==================== vend_ctrl_flat
vend_ctrl_flat/clocks.png
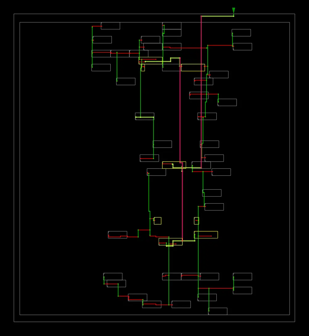

--- config.mk ---
export PLATFORM = sky130hd
export DESIGN_NAME = vend_ctrl_flat
export DESIGN_NICKNAME = d
export VERILOG_FILES = /design/src/rtl/vend_pkg.sv /design/src/rtl/vend_ctrl_if.sv /design/src/rtl/vend_timer.sv /design/src/rtl/vend_ctrl.sv /design/src/flat_wrapper.sv
export SDC_FILE = /design/constraint.sdc
export NUM_CORES = 1
export LEC_CHECK = 0
export CORE_ASPECT_RATIO = 1.1
export CORE_MARGIN = 2
export CORE_UTILIZATION = 55
export DETAILED_ROUTE_END_ITERATION = 7
export PLACE_DENSITY = 0.81
export SYNTH_ARGS = -nofsm -noshare
export SYNTH_HDL_FRONTEND = slang
export SYNTH_SLANG_ARGS = --single-unit
--- constraint.sdc ---
create_clock -name clk -period 9.86 [get_ports clk]
set_input_delay 1.972 -clock clk [delete_from_list [all_inputs] [get_ports clk]]
set_output_delay 1.972 -clock clk [all_outputs]
set_load 0.02 [all_outputs]
--- src/rtl/vend_pkg.sv ---
// Shared types and helpers for the vending controller: FSM states, legal coin
// denominations and small combinational utilities.
package vend_pkg;

  typedef enum logic [2:0] {
    IDLE,
    WAIT_BEV,
    VEND,
    WAIT_CHG,
    PAY_CHG
  } state_e;

  localparam logic [31:0] COIN_10  = 32'd10;
  localparam logic [31:0] COIN_20  = 32'd20;
  localparam logic [31:0] COIN_50  = 32'd50;
  localparam logic [31:0] COIN_100 = 32'd100;
  localparam logic [31:0] COIN_200 = 32'd200;

  function automatic logic is_legal_coin(input logic [31:0] value);
    return (value == COIN_10) || (value == COIN_20) || (value == COIN_50) ||
           (value == COIN_100) || (value == COIN_200);
  endfunction

  // Pairwise minimum; folded across the price table to find the cheapest product.
  function automatic logic [31:0] min_price(input logic [31:0] a, input logic [31:0] b);
    return (a < b) ? a : b;
  endfunction

endpackage

--- src/rtl/vend_ctrl_if.sv ---
// Customer-facing and actuator-facing signals of vend_ctrl. The master side
// (coin acceptor, keypad, dispensers) drives requests and acks; the slave is the controller.
interface vend_ctrl_if #(
  parameter int CW    = 16,
  parameter int NPROD = 4,
  parameter int SW    = (NPROD > 1) ? $clog2(NPROD) : 1
);
  logic                  coin_valid;
  logic [CW-1:0]         coin;
  logic                  sel_valid;
  logic [SW-1:0]         sel;
  logic                  cancel;
  logic [NPROD*CW-1:0]   price;
  logic                  coin_reject;
  logic                  bev_valid;
  logic [SW-1:0]         bev;
  logic                  bev_ack;
  logic                  chg_valid;
  logic [CW-1:0]         chg;
  logic                  chg_ack;
  logic [CW-1:0]         credit;
  logic                  busy;

  modport master (
    output coin_valid, coin, sel_valid, sel, cancel, price, bev_ack, chg_ack,
    input  coin_reject, bev_valid, bev, chg_valid, chg, credit, busy
  );

  modport slave (
    input  coin_valid, coin, sel_valid, sel, cancel, price, bev_ack, chg_ack,
    output coin_reject, bev_valid, bev, chg_valid, chg, credit, busy
  );
endinterface

--- src/rtl/vend_timer.sv ---
// Loadable down-counter; done is high while the count sits at zero.
// Shared by the dispense delay and the change delay.
module vend_timer #(
  parameter int W = 5
) (
  input  logic         clk,
  input  logic         rst,
  input  logic         load,
  input  logic [W-1:0] load_val,
  input  logic         count,
  output logic         done
);

  logic [W-1:0] cnt_q, cnt_d;

  // NOTE: every combinational output gets a default first, so no path can infer a latch.
  always_comb begin
    cnt_d = cnt_q;
    if (load) begin
      cnt_d = load_val;
    end else if (count && (cnt_q != '0)) begin
      cnt_d = cnt_q - W'(1);
    end
  end

  // NOTE: reset is synchronous and active-low, so it is sampled inside the clocked block.
  always_ff @(posedge clk) begin
    if (!rst) begin
      cnt_q <= '0;
    end else begin
      cnt_q <= cnt_d;
    end
  end

  assign done = (cnt_q == '0);

endmodule

--- src/rtl/vend_ctrl.sv ---
// Vending controller: accumulates legal coins, vends one of NPROD products at
// programmable prices after a dispense delay, and returns change through a handshake.
module vend_ctrl
  import vend_pkg::*;
#(
  parameter int CW         = 16,
  parameter int NPROD      = 4,
  parameter int DISP_CYC   = 10,
  parameter int CHG_CYC    = 20,
  parameter int MAX_CREDIT = 500,
  parameter int AUTO_CHG   = 0
) (
  input  logic       clk,
  input  logic       rst,
  vend_ctrl_if.slave bus
);

  localparam int SW   = (NPROD > 1) ? $clog2(NPROD) : 1;
  localparam int TMAX = (DISP_CYC > CHG_CYC) ? DISP_CYC : CHG_CYC;
  localparam int TW   = $clog2(TMAX + 1);
  localparam logic [CW:0] MAX_C = (CW + 1)'(MAX_CREDIT);

  state_e        state_q, state_d;
  logic [CW-1:0] credit_q, credit_d;
  logic [CW-1:0] lprice_q, lprice_d;
  logic [SW-1:0] sel_q, sel_d;
  logic          coin_reject_q, coin_reject_d;

  logic          tmr_load, tmr_done, tmr_count;
  logic [TW-1:0] tmr_val;
  logic          sel_hit, coin_ok, give_chg;
  logic [CW-1:0] sel_price, cheapest, residual;
  logic [CW:0]   coin_sum;
  logic [31:0]   min_acc;

  always_comb begin
    sel_hit   = 1'b0;
    sel_price = '0;
    min_acc   = 32'(bus.price[CW-1:0]);
    for (int i = 0; i < NPROD; i++) begin
      if (bus.sel == SW'(i)) begin
        sel_hit   = 1'b1;
        sel_price = bus.price[i*CW +: CW];
      end
      min_acc = min_price(min_acc, 32'(bus.price[i*CW +: CW]));
    end
    cheapest = CW'(min_acc);
  end

  // Extra bit so an overflowing sum is still caught by the ceiling compare.
  assign coin_sum  = {1'b0, credit_q} + {1'b0, bus.coin};
  assign residual  = credit_q - lprice_q;
  assign give_chg  = (AUTO_CHG != 0) ? (residual != '0)
                                     : ((residual != '0) && (residual < cheapest));
  assign tmr_count = (state_q == WAIT_BEV) || (state_q == WAIT_CHG);

  always_comb begin
    state_d  = state_q;
    credit_d = credit_q;
    lprice_d = lprice_q;
    sel_d    = sel_q;
    coin_ok  = 1'b0;
    tmr_load = 1'b0;
    tmr_val  = TW'(CHG_CYC - 1);
    unique case (state_q)
      IDLE: begin
        if (bus.cancel && (credit_q != '0)) begin
          state_d  = WAIT_CHG;
          tmr_load = 1'b1;
        end else if (bus.sel_valid && sel_hit && (credit_q >= sel_price)) begin
          state_d  = WAIT_BEV;
          sel_d    = bus.sel;
          lprice_d = sel_price;
          tmr_load = 1'b1;
          tmr_val  = TW'(DISP_CYC - 1);
        end else if (bus.coin_valid && is_legal_coin(32'(bus.coin)) && (coin_sum <= MAX_C)) begin
          coin_ok  = 1'b1;
          credit_d = coin_sum[CW-1:0];
        end
      end
      WAIT_BEV: if (tmr_done) state_d = VEND;
      VEND: begin
        if (bus.bev_ack) begin
          credit_d = residual;
          if (give_chg) begin
            state_d  = WAIT_CHG;
            tmr_load = 1'b1;
          end else begin
            state_d = IDLE;
          end
        end
      end
      WAIT_CHG: if (tmr_done) state_d = PAY_CHG;
      PAY_CHG: begin
        if (bus.chg_ack) begin
          credit_d = '0;
          state_d  = IDLE;
        end
      end
      default: state_d = IDLE;
    endcase
    coin_reject_d = bus.coin_valid && !coin_ok;
  end

  // NOTE: state registers use non-blocking assignments so all flops update together at the edge.
  always_ff @(posedge clk) begin
    if (!rst) begin
      state_q       <= IDLE;
      credit_q      <= '0;
      lprice_q      <= '0;
      sel_q         <= '0;
      coin_reject_q <= 1'b0;
    end else begin
      state_q       <= state_d;
      credit_q      <= credit_d;
      lprice_q      <= lprice_d;
      sel_q         <= sel_d;
      coin_reject_q <= coin_reject_d;
    end
  end

  vend_timer #(.W(TW)) u_timer (
    .clk      (clk),
    .rst      (rst),
    .load     (tmr_load),
    .load_val (tmr_val),
    .count    (tmr_count),
    .done     (tmr_done)
  );

  assign bus.coin_reject = coin_reject_q;
  assign bus.bev_valid   = (state_q == VEND);
  assign bus.bev         = (state_q == VEND) ? sel_q : '0;
  assign bus.chg_valid   = (state_q == PAY_CHG);
  assign bus.chg         = (state_q == PAY_CHG) ? credit_q : '0;
  assign bus.credit      = credit_q;
  assign bus.busy        = (state_q != IDLE);

endmodule

--- src/flat_wrapper.sv ---
// flat-port wrapper written by rule: the top's interface ports become plain ports
module vend_ctrl_flat import vend_pkg::*;
#(
  parameter int CW         = 16,
  parameter int NPROD      = 4,
  parameter int DISP_CYC   = 10,
  parameter int CHG_CYC    = 20,
  parameter int MAX_CREDIT = 500,
  parameter int AUTO_CHG   = 0
)
  (clk, rst, bus_coin_valid, bus_coin, bus_sel_valid, bus_sel, bus_cancel, bus_price, bus_bev_ack, bus_chg_ack, bus_coin_reject, bus_bev_valid, bus_bev, bus_chg_valid, bus_chg, bus_credit, bus_busy);
  vend_ctrl_if #(.CW(CW), .NPROD(NPROD)) bus_i ();
  input  logic clk;
  input  logic rst;
  input wire logic [$bits(bus_i.coin_valid)-1:0] bus_coin_valid;
  input wire logic [$bits(bus_i.coin)-1:0] bus_coin;
  input wire logic [$bits(bus_i.sel_valid)-1:0] bus_sel_valid;
  input wire logic [$bits(bus_i.sel)-1:0] bus_sel;
  input wire logic [$bits(bus_i.cancel)-1:0] bus_cancel;
  input wire logic [$bits(bus_i.price)-1:0] bus_price;
  input wire logic [$bits(bus_i.bev_ack)-1:0] bus_bev_ack;
  input wire logic [$bits(bus_i.chg_ack)-1:0] bus_chg_ack;
  output wire logic [$bits(bus_i.coin_reject)-1:0] bus_coin_reject;
  output wire logic [$bits(bus_i.bev_valid)-1:0] bus_bev_valid;
  output wire logic [$bits(bus_i.bev)-1:0] bus_bev;
  output wire logic [$bits(bus_i.chg_valid)-1:0] bus_chg_valid;
  output wire logic [$bits(bus_i.chg)-1:0] bus_chg;
  output wire logic [$bits(bus_i.credit)-1:0] bus_credit;
  output wire logic [$bits(bus_i.busy)-1:0] bus_busy;
  assign bus_i.coin_valid = bus_coin_valid;
  assign bus_i.coin = bus_coin;
  assign bus_i.sel_valid = bus_sel_valid;
  assign bus_i.sel = bus_sel;
  assign bus_i.cancel = bus_cancel;
  assign bus_i.price = bus_price;
  assign bus_i.bev_ack = bus_bev_ack;
  assign bus_i.chg_ack = bus_chg_ack;
  assign bus_coin_reject = bus_i.coin_reject;
  assign bus_bev_valid = bus_i.bev_valid;
  assign bus_bev = bus_i.bev;
  assign bus_chg_valid = bus_i.chg_valid;
  assign bus_chg = bus_i.chg;
  assign bus_credit = bus_i.credit;
  assign bus_busy = bus_i.busy;
  vend_ctrl #(.CW(CW), .NPROD(NPROD), .DISP_CYC(DISP_CYC), .CHG_CYC(CHG_CYC), .MAX_CREDIT(MAX_CREDIT), .AUTO_CHG(AUTO_CHG)) u_core (.clk(clk), .rst(rst), .bus(bus_i));
endmodule
==================== input_port_buffer_flat
$ cat config.mk
export PLATFORM = sky130hd
export DESIGN_NAME = input_port_buffer_flat
export DESIGN_NICKNAME = d
export VERILOG_FILES = /design/src/rtl/input_port_buffer_if.sv /design/src/rtl/input_port_buffer.sv /design/src/flat_wrapper.sv
export SDC_FILE = /design/constraint.sdc
export NUM_CORES = 1
export LEC_CHECK = 0
export ABC_AREA = 1
export CORE_UTILIZATION = 53
export DETAILED_ROUTE_END_ITERATION = 10
export PLACE_DENSITY = 0.77
export SLEW_MARGIN = 20
export SYNTH_ARGS = -nofsm -noshare
export SYNTH_HDL_FRONTEND = slang
export SYNTH_SLANG_ARGS = --single-unit
export TNS_END_PERCENT = 1
$ cat constraint.sdc
create_clock -name clk -period 2.1 [get_ports clk]
set_clock_uncertainty 0.1 [all_clocks]
set_input_delay 0.42 -clock clk [delete_from_list [all_inputs] [get_ports clk]]
set_output_delay 0.42 -clock clk [all_outputs]
set_load 0.01 [all_outputs]
$ cat src/rtl/input_port_buffer_if.sv
`default_nettype none
// ============================================================================
// Module  : input_port_buffer_if
// Brief   : Upstream link and arbiter-side signals of one router input port
// Revision: 1.0
// ============================================================================
interface input_port_buffer_if #(
  parameter int DATA_W = 8
);
  logic              in_valid;
  logic [DATA_W-1:0] in_data;
  logic              in_tail;
  logic              in_ready;
  logic              req;
  logic              block;
  logic [DATA_W-1:0] out_data;
  logic              out_tail;
  logic              pop;

  // Buffer side: takes flits from the link and the arbiter's block.
  modport slave (
    input  in_valid, in_data, in_tail, block,
    output in_ready, req, out_data, out_tail, pop
  );

  // Environment side: upstream link plus downstream arbiter.
  modport master (
    output in_valid, in_data, in_tail, block,
    input  in_ready, req, out_data, out_tail, pop
  );
endinterface
`default_nettype wire

$ cat src/rtl/input_port_buffer.sv
`default_nettype none
// ============================================================================
// Module  : input_port_buffer
// Brief   : FWFT flit FIFO feeding one arbiter input, with framing and stall count
// Revision: 1.0
// ============================================================================
module input_port_buffer #(
  parameter int DATA_W = 8,
  parameter int DEPTH  = 4,
  parameter int ADDR_W = 2
) (
  input  wire                   clk,
  input  wire                   rst,
  input_port_buffer_if.slave    bus,
  output logic                  pkt_active,
  output logic [ADDR_W:0]       count,
  output logic [7:0]            stall_cnt
);

  localparam logic [ADDR_W:0]   FULL_COUNT = (ADDR_W+1)'(DEPTH);
  localparam logic [ADDR_W:0]   CNT_ONE    = 1;
  localparam logic [ADDR_W-1:0] PTR_ONE    = 1;
  localparam logic [7:0]        STALL_MAX  = 8'hFF;

  typedef enum logic [0:0] {
    IDLE   = 1'b0,
    ACTIVE = 1'b1
  } state_t;

  logic [DATA_W:0]   mem_q [DEPTH];
  logic [ADDR_W-1:0] wr_ptr_q, wr_ptr_d;
  logic [ADDR_W-1:0] rd_ptr_q, rd_ptr_d;
  logic [ADDR_W:0]   count_q, count_d;
  state_t            state_q, state_d;
  logic [7:0]        stall_q, stall_d;
  logic              push;
  logic              pop_fire;

  // Handshake outputs depend only on registers and block, never on in_valid.
  assign bus.in_ready = (count_q != FULL_COUNT);
  assign bus.req      = (count_q != '0);
  assign bus.pop      = bus.req & ~bus.block;
  assign {bus.out_tail, bus.out_data} = mem_q[rd_ptr_q];

  assign push     = bus.in_valid & bus.in_ready;
  assign pop_fire = bus.pop;

  assign pkt_active = (state_q == ACTIVE);
  assign count      = count_q;
  assign stall_cnt  = stall_q;

  always_comb begin
    wr_ptr_d = wr_ptr_q;
    rd_ptr_d = rd_ptr_q;
    count_d  = count_q;
    stall_d  = stall_q;

    if (push)
      wr_ptr_d = wr_ptr_q + PTR_ONE;
    if (pop_fire)
      rd_ptr_d = rd_ptr_q + PTR_ONE;

    case ({push, pop_fire})
      2'b10:   count_d = count_q + CNT_ONE;
      2'b01:   count_d = count_q - CNT_ONE;
      default: count_d = count_q;
    endcase

    if (bus.req && bus.block && (stall_q != STALL_MAX))
      stall_d = stall_q + 8'd1;
  end

  always_comb begin
    state_d = state_q;
    case (state_q)
      IDLE:    if (pop_fire && !bus.out_tail) state_d = ACTIVE;
      ACTIVE:  if (pop_fire && bus.out_tail)  state_d = IDLE;
      default: state_d = IDLE;
    endcase
  end

  always_ff @(posedge clk or posedge rst) begin
    if (rst) begin
      wr_ptr_q <= '0;
      rd_ptr_q <= '0;
      count_q  <= '0;
      stall_q  <= '0;
    end else begin
      wr_ptr_q <= wr_ptr_d;
      rd_ptr_q <= rd_ptr_d;
      count_q  <= count_d;
      stall_q  <= stall_d;
    end
  end

  always_ff @(posedge clk or posedge rst) begin
    if (rst)
      state_q <= IDLE;
    else
      state_q <= state_d;
  end

  // Storage is intentionally left unreset; occupancy alone defines validity.
  always_ff @(posedge clk) begin
    if (push)
      mem_q[wr_ptr_q] <= {bus.in_tail, bus.in_data};
  end

endmodule
`default_nettype wire

$ cat src/flat_wrapper.sv
// flat-port wrapper written by rule: the top's interface ports become plain ports
module input_port_buffer_flat 
#(
  parameter int DATA_W = 8,
  parameter int DEPTH  = 4,
  parameter int ADDR_W = 2
)
  (clk, rst, pkt_active, count, stall_cnt, bus_in_valid, bus_in_data, bus_in_tail, bus_block, bus_in_ready, bus_req, bus_out_data, bus_out_tail, bus_pop);
  input_port_buffer_if #(.DATA_W(DATA_W)) bus_i ();
  input  wire clk;
  input  wire rst;
  output logic pkt_active;
  output logic [ADDR_W:0] count;
  output logic [7:0] stall_cnt;
  input wire logic [$bits(bus_i.in_valid)-1:0] bus_in_valid;
  input wire logic [$bits(bus_i.in_data)-1:0] bus_in_data;
  input wire logic [$bits(bus_i.in_tail)-1:0] bus_in_tail;
  input wire logic [$bits(bus_i.block)-1:0] bus_block;
  output wire logic [$bits(bus_i.in_ready)-1:0] bus_in_ready;
  output wire logic [$bits(bus_i.req)-1:0] bus_req;
  output wire logic [$bits(bus_i.out_data)-1:0] bus_out_data;
  output wire logic [$bits(bus_i.out_tail)-1:0] bus_out_tail;
  output wire logic [$bits(bus_i.pop)-1:0] bus_pop;
  assign bus_i.in_valid = bus_in_valid;
  assign bus_i.in_data = bus_in_data;
  assign bus_i.in_tail = bus_in_tail;
  assign bus_i.block = bus_block;
  assign bus_in_ready = bus_i.in_ready;
  assign bus_req = bus_i.req;
  assign bus_out_data = bus_i.out_data;
  assign bus_out_tail = bus_i.out_tail;
  assign bus_pop = bus_i.pop;
  input_port_buffer #(.DATA_W(DATA_W), .DEPTH(DEPTH), .ADDR_W(ADDR_W)) u_core (.clk(clk), .rst(rst), .bus(bus_i), .pkt_active(pkt_active), .count(count), .stall_cnt(stall_cnt));
endmodule
==================== dmem_arbiter
--- src/rtl/dmem_arbiter.sv ---
// dmem_arbiter: shares one single-ported data memory between the CPU
// load/store unit (port 0) and the debug/loader path (port 1).
// Arbitration is round-robin with a bounded burst lock. The granted
// request is steered onto the memory port, and read data is registered
// back to the port that issued the read.
module dmem_arbiter #(
  parameter int ADDR_W    = 5,
  parameter int DATA_W    = 32,
  parameter int MAX_BURST = 4
) (
  input  logic              clk,
  input  logic              rst,
  input  logic              req0,
  input  logic              req1,
  input  logic              we0,
  input  logic              we1,
  input  logic [ADDR_W-1:0] addr0,
  input  logic [ADDR_W-1:0] addr1,
  input  logic [DATA_W-1:0] wdata0,
  input  logic [DATA_W-1:0] wdata1,
  output logic              gnt0,
  output logic              gnt1,
  output logic              rvalid0,
  output logic              rvalid1,
  output logic [DATA_W-1:0] rdata0,
  output logic [DATA_W-1:0] rdata1,
  output logic [ADDR_W-1:0] mem_addr,
  output logic              mem_wr_en,
  output logic [DATA_W-1:0] mem_wr_data,
  output logic              mem_rd_en,
  input  logic [DATA_W-1:0] mem_rd_data
);

  localparam int CNT_W = $clog2(MAX_BURST + 1);
  localparam logic [CNT_W-1:0] C_MAX = CNT_W'(MAX_BURST);

  typedef enum logic [1:0] {
    IDLE = 2'd0,
    OWN0 = 2'd1,
    OWN1 = 2'd2
  } own_t;

  own_t             r_own;
  own_t             w_ownNext;
  logic [CNT_W-1:0] r_cnt;
  logic [CNT_W-1:0] w_cntNext;
  logic             r_last;
  logic             w_lastNext;
  logic             w_pick0;
  logic             w_pick1;
  logic             w_burstDone;
  logic             w_rd0;
  logic             w_rd1;

  assign w_burstDone = (r_cnt >= C_MAX);

  // Grant decision: the owner keeps the memory until its burst is used up
  // while the other port waits; from IDLE a tie goes to the port that did
  // not own the memory most recently.
  always_comb begin
    w_pick0 = 1'b0;
    w_pick1 = 1'b0;
    case (r_own)
      OWN0: begin
        if (req0 && !(req1 && w_burstDone)) w_pick0 = 1'b1;
        else if (req1)                      w_pick1 = 1'b1;
      end
      OWN1: begin
        if (req1 && !(req0 && w_burstDone)) w_pick1 = 1'b1;
        else if (req0)                      w_pick0 = 1'b1;
      end
      default: begin
        if (req0 && req1) begin
          w_pick0 = r_last;
          w_pick1 = !r_last;
        end else begin
          w_pick0 = req0;
          w_pick1 = req1;
        end
      end
    endcase
  end

  // Grants are suppressed during reset so the unreset memory is never touched.
  assign gnt0 = w_pick0 && !rst;
  assign gnt1 = w_pick1 && !rst;

  // Next owner, burst count and tie pointer derived from this cycle's grant.
  always_comb begin
    w_ownNext  = r_own;
    w_cntNext  = r_cnt;
    w_lastNext = r_last;
    if (w_pick0 || w_pick1) begin
      if ((w_pick0 && r_own == OWN0) || (w_pick1 && r_own == OWN1)) begin
        if (!w_burstDone) w_cntNext = r_cnt + 1'b1;
      end else begin
        w_ownNext  = w_pick1 ? OWN1 : OWN0;
        w_cntNext  = CNT_W'(1);
        w_lastNext = w_pick1;
      end
    end else begin
      w_ownNext = IDLE;
      w_cntNext = '0;
    end
  end

  // Arbitration state register; port 0 wins the first tie out of reset.
  always_ff @(posedge clk or posedge rst) begin
    if (rst) begin
      r_own  <= IDLE;
      r_cnt  <= '0;
      r_last <= 1'b1;
    end else begin
      r_own  <= w_ownNext;
      r_cnt  <= w_cntNext;
      r_last <= w_lastNext;
    end
  end

  assign mem_addr    = gnt1 ? addr1 : addr0;
  assign mem_wr_data = gnt1 ? wdata1 : wdata0;
  assign mem_wr_en   = (gnt0 && we0) || (gnt1 && we1);
  assign mem_rd_en   = (gnt0 && !we0) || (gnt1 && !we1);

  assign w_rd0 = gnt0 && !we0;
  assign w_rd1 = gnt1 && !we1;

  // Read return: capture memory data for the port whose read was granted
  // and flag it valid for exactly the following cycle.
  always_ff @(posedge clk or posedge rst) begin
    if (rst) begin
      rvalid0 <= 1'b0;
      rvalid1 <= 1'b0;
      rdata0  <= '0;
      rdata1  <= '0;
    end else begin
      rvalid0 <= w_rd0;
      rvalid1 <= w_rd1;
      if (w_rd0) rdata0 <= mem_rd_data;
      if (w_rd1) rdata1 <= mem_rd_data;
    end
  end

endmodule

--- config.mk ---
export PLATFORM = sky130hd
export DESIGN_NAME = dmem_arbiter
export DESIGN_NICKNAME = d
export VERILOG_FILES = /design/src/rtl/dmem_arbiter.sv
export SDC_FILE = /design/constraint.sdc
export NUM_CORES = 1
export LEC_CHECK = 0
export ABC_AREA = 1
export CORE_MARGIN = 2
export CORE_UTILIZATION = 40
export DETAILED_ROUTE_END_ITERATION = 7
export PLACE_DENSITY = 0.87
export SETUP_SLACK_MARGIN = 0.02
export SLEW_MARGIN = 20
export SYNTH_ARGS = -nofsm -noshare
export SYNTH_HDL_FRONTEND = slang
export SYNTH_SLANG_ARGS = --single-unit
--- constraint.sdc ---
create_clock -name clk -period 17.6 [get_ports clk]
set_clock_uncertainty 0.15 [all_clocks]
set_input_delay 5.28 -clock clk [delete_from_list [all_inputs] [get_ports clk]]
set_output_delay 5.28 -clock clk [all_outputs]
set_load 0.01 [all_outputs]
==================== riscv_cache_flush_ctrl
### config.mk
export PLATFORM = sky130hd
export DESIGN_NAME = riscv_cache_flush_ctrl
export DESIGN_NICKNAME = d
export VERILOG_FILES = /design/src/rtl/riscv_cache_flush_ctrl.sv
export SDC_FILE = /design/constraint.sdc
export NUM_CORES = 1
export LEC_CHECK = 0
export CORE_UTILIZATION = 45
export DETAILED_ROUTE_END_ITERATION = 12
export PLACE_DENSITY_LB_ADDON = 0.12
export SLEW_MARGIN = 20
export SYNTH_ARGS = -nofsm -noshare
export SYNTH_HDL_FRONTEND = slang
export SYNTH_SLANG_ARGS = --single-unit
### constraint.sdc
create_clock -name clk_i -period 2.8 [get_ports clk_i]
set_clock_uncertainty 0.1 [all_clocks]
set_input_delay 0.28 -clock clk_i [delete_from_list [all_inputs] [get_ports clk_i]]
set_output_delay 0.28 -clock clk_i [all_outputs]
set_load 0.1 [all_outputs]
### src/rtl/riscv_cache_flush_ctrl.sv
// riscv_cache_flush_ctrl: walks every set/way of the cache tag array.
// Clean lines are invalidated. In flush mode, dirty lines are written back
// through the eviction handshake before they are invalidated.
// The tag/lookup pipeline is stalled for the whole walk and receives a
// one-cycle flush at the start.
// Optional feature: define RV_CACHE_FLUSH_STATS_EN to enable a saturating
// count of evictions on evict_cnt_o. Without it, evict_cnt_o is tied to 0.
module riscv_cache_flush_ctrl #(
  parameter int PLEN         = 32,
  parameter int IDX_BITS     = 7,
  parameter int BLK_OFF_BITS = 5,
  parameter int WAYS         = 2,
  localparam int TAG_BITS    = PLEN - IDX_BITS - BLK_OFF_BITS,
  localparam int WAY_BITS    = (WAYS > 2) ? $clog2(WAYS) : 1
) (
  input  logic                clk_i,
  input  logic                rst_i,
  input  logic                invalidate_i,
  input  logic                flush_i,
  output logic                busy_o,
  output logic                done_o,
  output logic                stall_o,
  output logic                pipe_flush_o,
  output logic                tag_re_o,
  output logic [IDX_BITS-1:0] tag_idx_o,
  output logic [WAY_BITS-1:0] tag_way_o,
  input  logic                tag_valid_i,
  input  logic                tag_dirty_i,
  input  logic [TAG_BITS-1:0] tag_i,
  output logic                inv_we_o,
  output logic                evict_req_o,
  output logic [PLEN-1:0]     evict_adr_o,
  input  logic                evict_ack_i,
  output logic [15:0]         evict_cnt_o
);

  localparam logic [WAY_BITS-1:0] LAST_WAY = WAY_BITS'(WAYS - 1);
  localparam logic [IDX_BITS-1:0] LAST_IDX = '1;

  typedef enum logic [2:0] {
    S_IDLE, S_READ, S_CHECK, S_EVICT, S_INV, S_DONE
  } state_t;

  state_t                state_q, state_d;
  logic [IDX_BITS-1:0]   idx_q;
  logic [WAY_BITS-1:0]   way_q;
  logic                  mode_q;
  logic [PLEN-1:0]       adr_q;
  logic                  pflush_q;

  logic accept, evict_go, way_last, line_last;

  assign accept    = (state_q == S_IDLE) && (invalidate_i || flush_i);
  assign evict_go  = mode_q && tag_valid_i && tag_dirty_i;
  assign way_last  = (way_q == LAST_WAY);
  assign line_last = way_last && (idx_q == LAST_IDX);

  // State register; reset aborts any walk in progress.
  always_ff @(posedge clk_i or posedge rst_i) begin
    if (rst_i) state_q <= S_IDLE;
    else       state_q <= state_d;
  end

  // Next-state logic for the walk.
  always_comb begin
    state_d = state_q;
    unique case (state_q)
      S_IDLE:  if (invalidate_i || flush_i) state_d = S_READ;
      S_READ:  state_d = S_CHECK;
      S_CHECK: state_d = evict_go ? S_EVICT : S_INV;
      S_EVICT: if (evict_ack_i) state_d = S_INV;
      S_INV:   state_d = line_last ? S_DONE : S_READ;
      S_DONE:  state_d = S_IDLE;
      default: state_d = S_IDLE;
    endcase
  end

  // Walk position, mode, eviction address and the start-of-walk pipe flush.
  always_ff @(posedge clk_i or posedge rst_i) begin
    if (rst_i) begin
      idx_q    <= '0;
      way_q    <= '0;
      mode_q   <= 1'b0;
      adr_q    <= '0;
      pflush_q <= 1'b0;
    end else begin
      pflush_q <= 1'b0;
      unique case (state_q)
        S_IDLE: begin
          if (accept) begin
            mode_q   <= flush_i;   // flush wins when both are requested
            idx_q    <= '0;
            way_q    <= '0;
            pflush_q <= 1'b1;      // lands exactly on the first READ cycle
          end
        end
        S_CHECK: begin
          if (evict_go) adr_q <= {tag_i, idx_q, {BLK_OFF_BITS{1'b0}}};
        end
        S_INV: begin
          // Counters stay on the last line rather than wrapping.
          if (!line_last) begin
            if (way_last) begin
              way_q <= '0;
              idx_q <= idx_q + 1'b1;
            end else begin
              way_q <= way_q + 1'b1;
            end
          end
        end
        default: ;
      endcase
    end
  end

  // Decoded strobes; one state each, so they are mutually exclusive.
  always_comb begin
    busy_o       = (state_q != S_IDLE);
    stall_o      = (state_q != S_IDLE);
    done_o       = (state_q == S_DONE);
    tag_re_o     = (state_q == S_READ);
    inv_we_o     = (state_q == S_INV);
    evict_req_o  = (state_q == S_EVICT);
    pipe_flush_o = pflush_q;
    tag_idx_o    = idx_q;
    tag_way_o    = way_q;
    evict_adr_o  = adr_q;
  end

`ifdef RV_CACHE_FLUSH_STATS_EN
  logic [15:0] cnt_q;

  // Saturating count of completed writebacks, cleared when a walk is accepted.
  always_ff @(posedge clk_i or posedge rst_i) begin
    if (rst_i)
      cnt_q <= '0;
    else if (accept)
      cnt_q <= '0;
    else if ((state_q == S_EVICT) && evict_ack_i && (cnt_q != 16'hFFFF))
      cnt_q <= cnt_q + 16'd1;
  end

  assign evict_cnt_o = cnt_q;
`else
  assign evict_cnt_o = 16'd0;
`endif

endmodule


==> layout pictures side by side <==
Wiring by layer.
Two of the layers only.
image #1
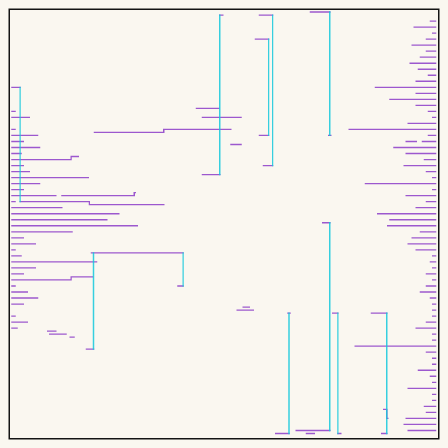
image #2
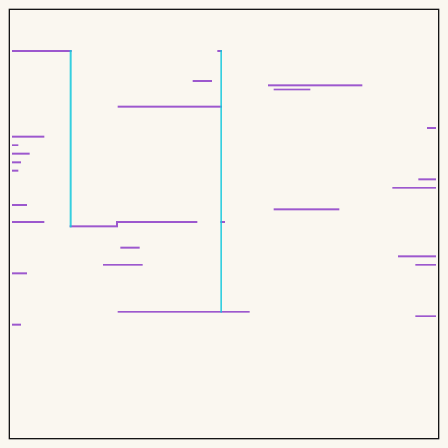
image #3
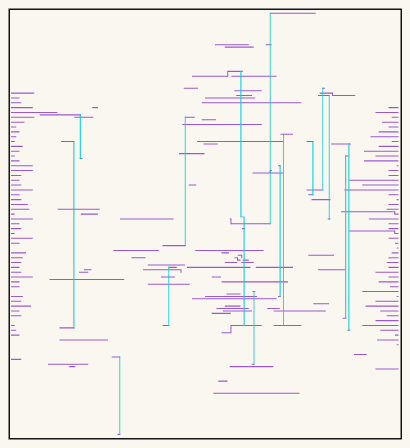
image #4
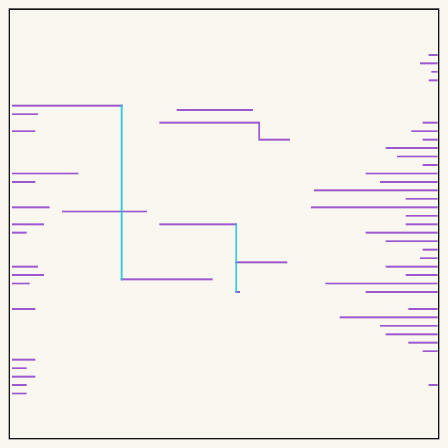
Image #4 comes from riscv_cache_flush_ctrl.
Image #3 comes from vend_ctrl_flat.
Image #1 comes from dmem_arbiter.
Image #2 comes from input_port_buffer_flat.
- most wire: image #3

input_port_buffer_flat/placement_by_type.png
The bar under the picture is 20 microns long.
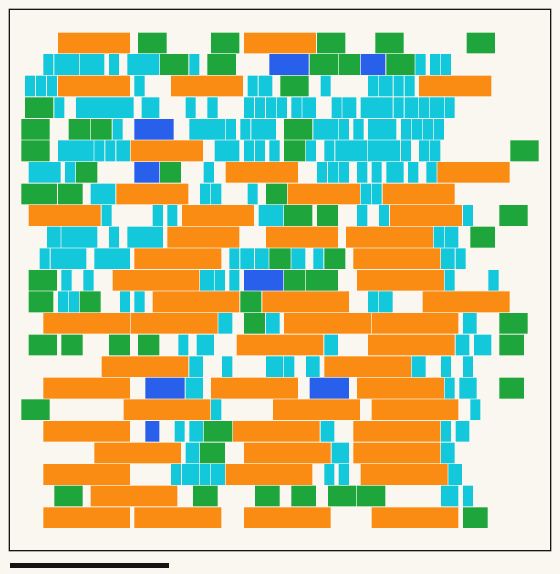
Green shows remaining buffers and delay cells, cells 54. Blue shows clock drivers and dummy loads, cells 8. Cyan shows combinational and other logic, cells 158. Orange shows sequential cells, cells 52.

==> flow_summary.yaml, input_port_buffer_flat <==
# synthesis and place-and-route metrics
setup_path:
  critPathTopFamily: "buffers and inverters"
clocking:
  cts_sinks: 52
  clk_pin_slew_ns: 0.09
global_routing:
  grt_use_met1_pct: 27.27
final_layout:
  drive_gt1_share_pct: 12.50
  design.seq.count: 52
  antennaDiodeCount: 0
  final_cells: 322
  largest_class: "sequential cells"
synthesis:
  ys_area_sq_um: 2313
  synth.cellmix.xorXnorShare_pct: 2.650
  ys_sh_mux_pct: 0
  netlist_area_sq_um: 2313
final_timing:
  worst_slew_pin_slew_ns: 0.6291
  fin_ws_ns: 0.06576
  tns_ns: 0
routing:
  drt_wl_total_microns: 4246
die:
  die_w_microns: 68.07
  die_h_microns: 68.07
flow_run:
  drv_cap: 0
place:
  gp_congestion: 0.8302
status:
  outcome: "finished, final reports clean"
-- input_port_buffer_flat: cell families after synthesis --
kind of cell               count (synthesis)
buffers and inverters                     28
adders and majority gates                  7
AOI/OAI and AO/OA                         29
xor gates and xnor gates                   7
DFF                                       52
and+or+nand+nor                           92
-- input_port_buffer_flat: state kept, by name, indices dropped and copies added, names as in the netlist, named ones only --
name,cells
u_core.stall_cnt,8
u_core.count,3
u_core.mem_q,36
u_core.wr_ptr_q,2
u_core.rd_ptr_q,2
-- input_port_buffer_flat: routing by layer --
metal  part of all wire, %  routed length [microns]
met1                    47                     2013
met2                    47                     2011
met3                   3.6                      151
met4                   1.6                       69
met5                     0                        0
-- input_port_buffer_flat: final timing paths --
path	endpoint	cells past startpoint	slack, ns	start
max reg2reg	u_core.count[2]	10	0.19	u_core.count[1]
max	bus_out_data[0]	5	0.07	u_core.rd_ptr_q[0]
max in group asynchronous	u_core.stall_cnt[3]	2	1.10	rst
min reg2reg	register	2	0.41	register
min	u_core.stall_cnt[0]	2	0.39	rst
min in group clk	register	2	0.41	register
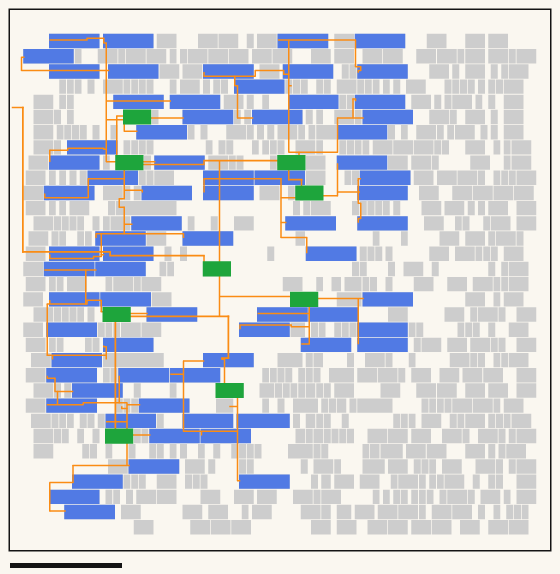
dmem_arbiter/clk_routes.png
The bar under the picture is 20 microns long.
Blue shows flip-flops, count 72. Orange shows clock wires, length 786 microns. Green shows clock drivers, count 9.
There are 10 routed clock nets.
clk latency of the worst-skew pair: 0.33 ns

==> flow_summary.yaml, dmem_arbiter <==
# synthesis and place-and-route metrics
die:
  die_h_microns: 96.68
  ioPinCount: 219
  fp_util_pct: 41.61
  die_w_microns: 96.68
  num_rows: 33
global_routing:
  grt_pass1_vias: 3628
clocking:
  clockRootBuffer: "clkbuf_8"
  clockBufferDepth: 2
place:
  portBuffers: 218
final_layout:
  fin_nets: 788
  final_cells: 782
  design.seq.count: 72
setup_path:
  crit_path_end_kind: "output port"
  regToRegEndpoint: "rdata1[17]"
  crit_buf_inv: 5
  r2r_slack_ns: 14.66
final_timing:
  min_period_ns: 14.18
  post-route-period-util_pct: 80.57
routing:
  highest_layer: "met4"
status:
  outcome: "finished, final reports clean"
synthesis:
  ys_sh_aoi_pct: 0.5827
==> dmem_arbiter: synthesized netlist by cell type, types with 2 or more instances <==
| cell type | instances | area share (%) |
|---|---|---|
| buf_4 | 9 | 2.0 |
| buf_2 | 9 | 1.3 |
| nand2_1 | 326 | 36 |
| nor2_1 | 5 | 0.55 |
| ha_1 | 4 | 1.5 |
| inv_2 | 4 | 0.44 |
| buf_6 | 3 | 0.98 |
| nand3_2 | 2 | 0.58 |
| dfrtp_1 | 71 | 52 |
| nand3_1 | 5 | 0.73 |
| inv_1 | 14 | 1.5 |
| o21ai_0 | 2 | 0.29 |
==> dmem_arbiter: state kept, by name, summed over array words and instances (netlist names) <==
| register | flops |
|---|---|
| r_last | 1 |
| r_own | 2 |
| rdata0 | 32 |
| rdata1 | 32 |
| rvalid1 | 1 |
| rvalid0 | 1 |
| r_cnt | 3 |
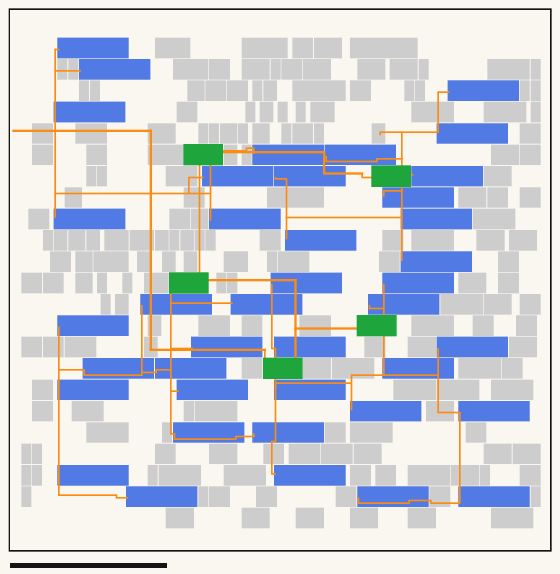
riscv_cache_flush_ctrl/clk_routes.png
The bar under the picture is 20 microns long.
Orange shows clock wires, length 477 microns. Blue shows flip-flops, count 40. Green shows clock drivers, count 5.
Position of the flops: all over the die. There are 6 routed clock nets.
clk latency of the worst-skew pair: 0.29 ns

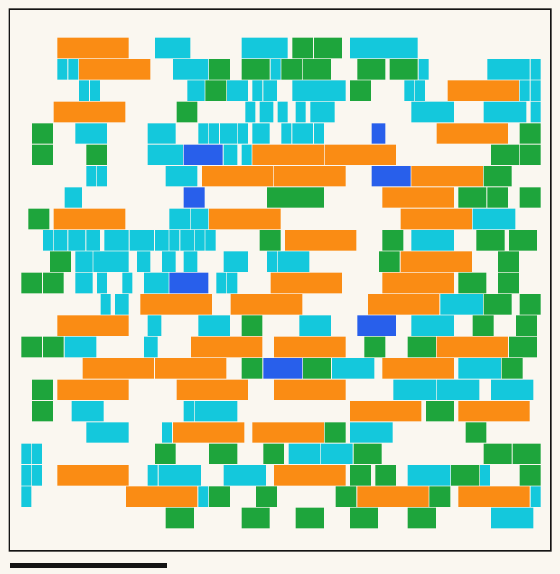
riscv_cache_flush_ctrl/placement_by_type.png
The bar under the picture is 20 microns long.
Green shows remaining buffers and delay cells, cells 71. Cyan shows combinational and other logic, cells 110. Blue shows clock drivers and dummy loads, cells 7. Orange shows sequential cells, cells 40.
sequential share of cell area: 38.33%
Layout Utilization: 63.01%

==> flow_summary.yaml, riscv_cache_flush_ctrl <==
# synthesis and place-and-route metrics
synthesis:
  netlist_logic_family_top: "multiplexers"
  syn_area_per_cell_sq_um: 12.69
  ys_seq_elements: 40
  synth.cellmix.xorXnorShare_pct: 0
  simple_gate_share_pct: 11.60
setup_path:
  crit_path_end_kind: "output port"
  r2r_slack_ns: 0.78
  cp_cell_sequence: "inv_1 > nor3_2 > buf_4"
die:
  ioPinCount: 90
  die_area_sq_um: 4728
status:
  outcome: "finished, final reports clean"
clocking:
  ctsHoldBuffers: 0
  cts_setup_buffers: 0
final_timing:
  hold_viol: 0
  worst_slew_pin_slew_ns: 0.7206
place:
  portBuffers: 68
routing:
  wl_met2_microns: 1910
final_layout:
  final_layout_top_logic_cell: "buf_4"
## riscv_cache_flush_ctrl: how the worst max path moves through the flow
stage                       to  slack [ns]   startpoint
3_3_place_gp   evict_adr_o[12]        0.64  tag_valid_i
2_1_floorplan     tag_idx_o[5]        0.40   state_q[2]
4_1_cts               inv_we_o        0.64   state_q[2]
5_1_grt               inv_we_o        0.54   state_q[2]
3_5_place_dp    evict_adr_o[6]        0.59  tag_valid_i
6_report              inv_we_o        0.64   state_q[2]
## riscv_cache_flush_ctrl: stage by stage
stage	cells	worst slack [ns]	hold slack [ns]
floorplan	178	0.3971	0.3159
global placement	271	0.6446	0.3924
detailed placement	271	0.5906	0.3949
CTS	278	0.6366	0.3250
global route	278	0.5372	0.3511
finish	278	0.6405	0.2995
## riscv_cache_flush_ctrl: worst max-delay path: cells and delay by family, from the launching register on
kind | cells | cell delay (ns)
buf+inv | 2 | 0.56
flops | 1 | 0.59
simple gates | 1 | 0.35
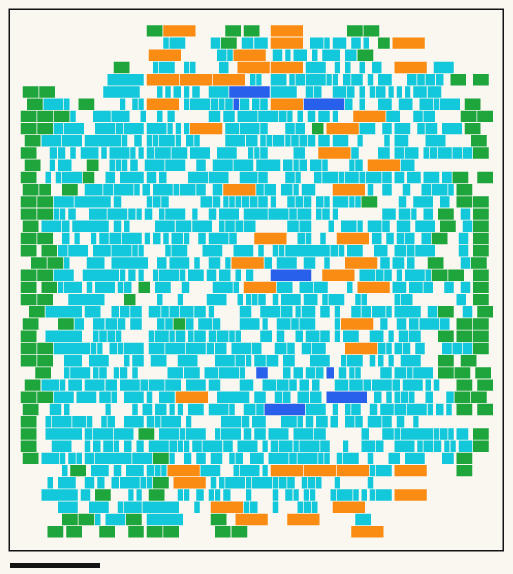
vend_ctrl_flat/placement_by_type.png
The bar under the picture is 20 microns long.
Green shows remaining buffers and delay cells, cells 134. Blue shows clock drivers and dummy loads, cells 8. Orange shows sequential cells, cells 43. Cyan shows combinational and other logic, cells 815.

## Picture notes: vend_ctrl_flat/clocks.png
CTS Buf Count: 5
FFs & Latches: 43
Fin Clk Skew: 0.003347 ns

==> flow_summary.yaml, vend_ctrl_flat <==
# synthesis and place-and-route metrics
synthesis:
  ys_area_sq_um: 6758
  synth_cells: 887
  synthTopCellsByArea: "ha_1 20%, dfxtp_1 13%, inv_1 5.8%, mux2i_1 5.3%, mux4_2 5.3%"
  ys.flop_type: "dfxtp_1"
  seq_area_frac_synth_pct: 12.74
global_routing:
  grt_pass1_vias: 6709
setup_path:
  r2r_cells: 14
  path_class: "in2reg"
status:
  outcome: "finished, final reports clean"
routing:
  drcViolationCount: 0
die:
  num_rows: 42
  fp_util_pct: 56.16
  core_area_sq_um: 12030
clocking:
  clk_pin_slew_ns: 0.06
  clk_latency_ns: 0.29
## vend_ctrl_flat: cells in the mapped netlist (all sizes together) (14+ instances only)
library cell / count
a21o: 15
a21oi: 66
and3: 19
clkbuf: 23
dfxtp: 43
ha: 109
inv: 104
mux2: 15
mux2i: 36
mux4: 16
nand2: 82
nand4: 17
nor2: 71
nor4: 15
o21a: 14
o21ai: 65
## vend_ctrl_flat: logic make-up after synthesis
kind of cell	after synthesis	share of synthesized area (%)
XOR/XNOR	23	2.981
AND/OR/NAND/NOR	278	20.44
AND-OR/OR-AND	232	22.33
adder cells (fa/ha/maj)	111	20.77
flip-flops	43	12.74
multiplexers	67	13.16
buffers and inverters	133	7.573
## vend_ctrl_flat: layout make-up
type | count | area [sq um]
flip-flops and latches | 43 | 860.8
multi-input cells | 711 | 5396
well taps | 154 | 192.7
fillers | 1005 | 3731
clock buffers | 6 | 128.9
inverters | 104 | 390.4
repair buffers | 134 | 1321
clock inverters | 2 | 12.51


==> screenshots <==
Clock routing.
Plate I
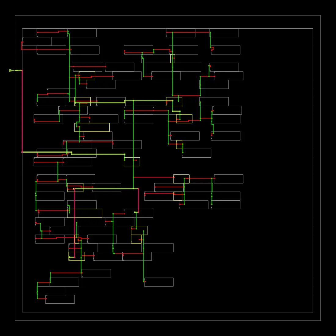
Plate II
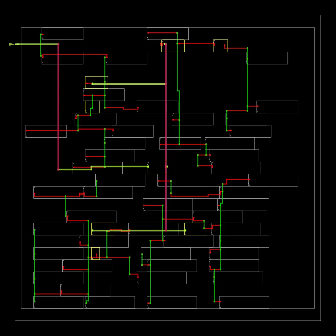
Plate III
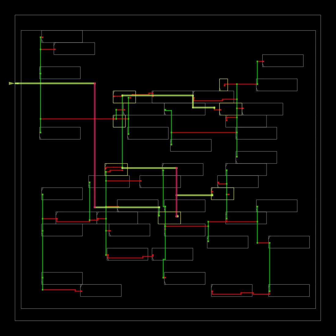
Of these, most clock buffers: Plate I
Of these, most sequential cells: Plate I
Plate II: input_port_buffer_flat
Plate I: dmem_arbiter
Plate III: riscv_cache_flush_ctrl


==> screenshots <==
Power grid.
Pins as bars on the die edge.
panel A
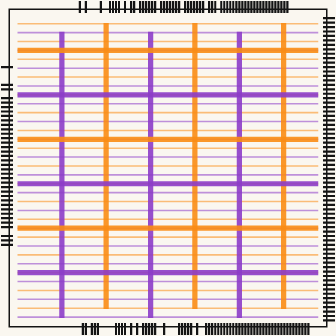
panel B
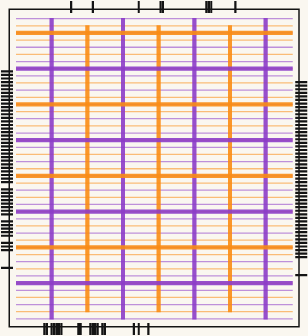
panel C
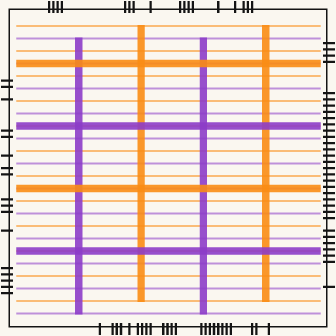
panel D
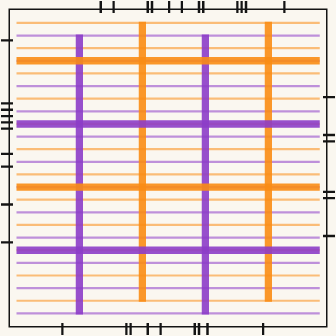
| picture | from |
|---|---|
| panel C | riscv_cache_flush_ctrl |
| panel D | input_port_buffer_flat |
| panel B | vend_ctrl_flat |
| panel A | dmem_arbiter |
Of these, most pins: panel A

Key to panel D:
Purple shows VSS. Orange shows VDD.
24 met1 rails follow the rows. 37 signal pins sit on the boundary. 4 straps on met4. The core has 23 rows.

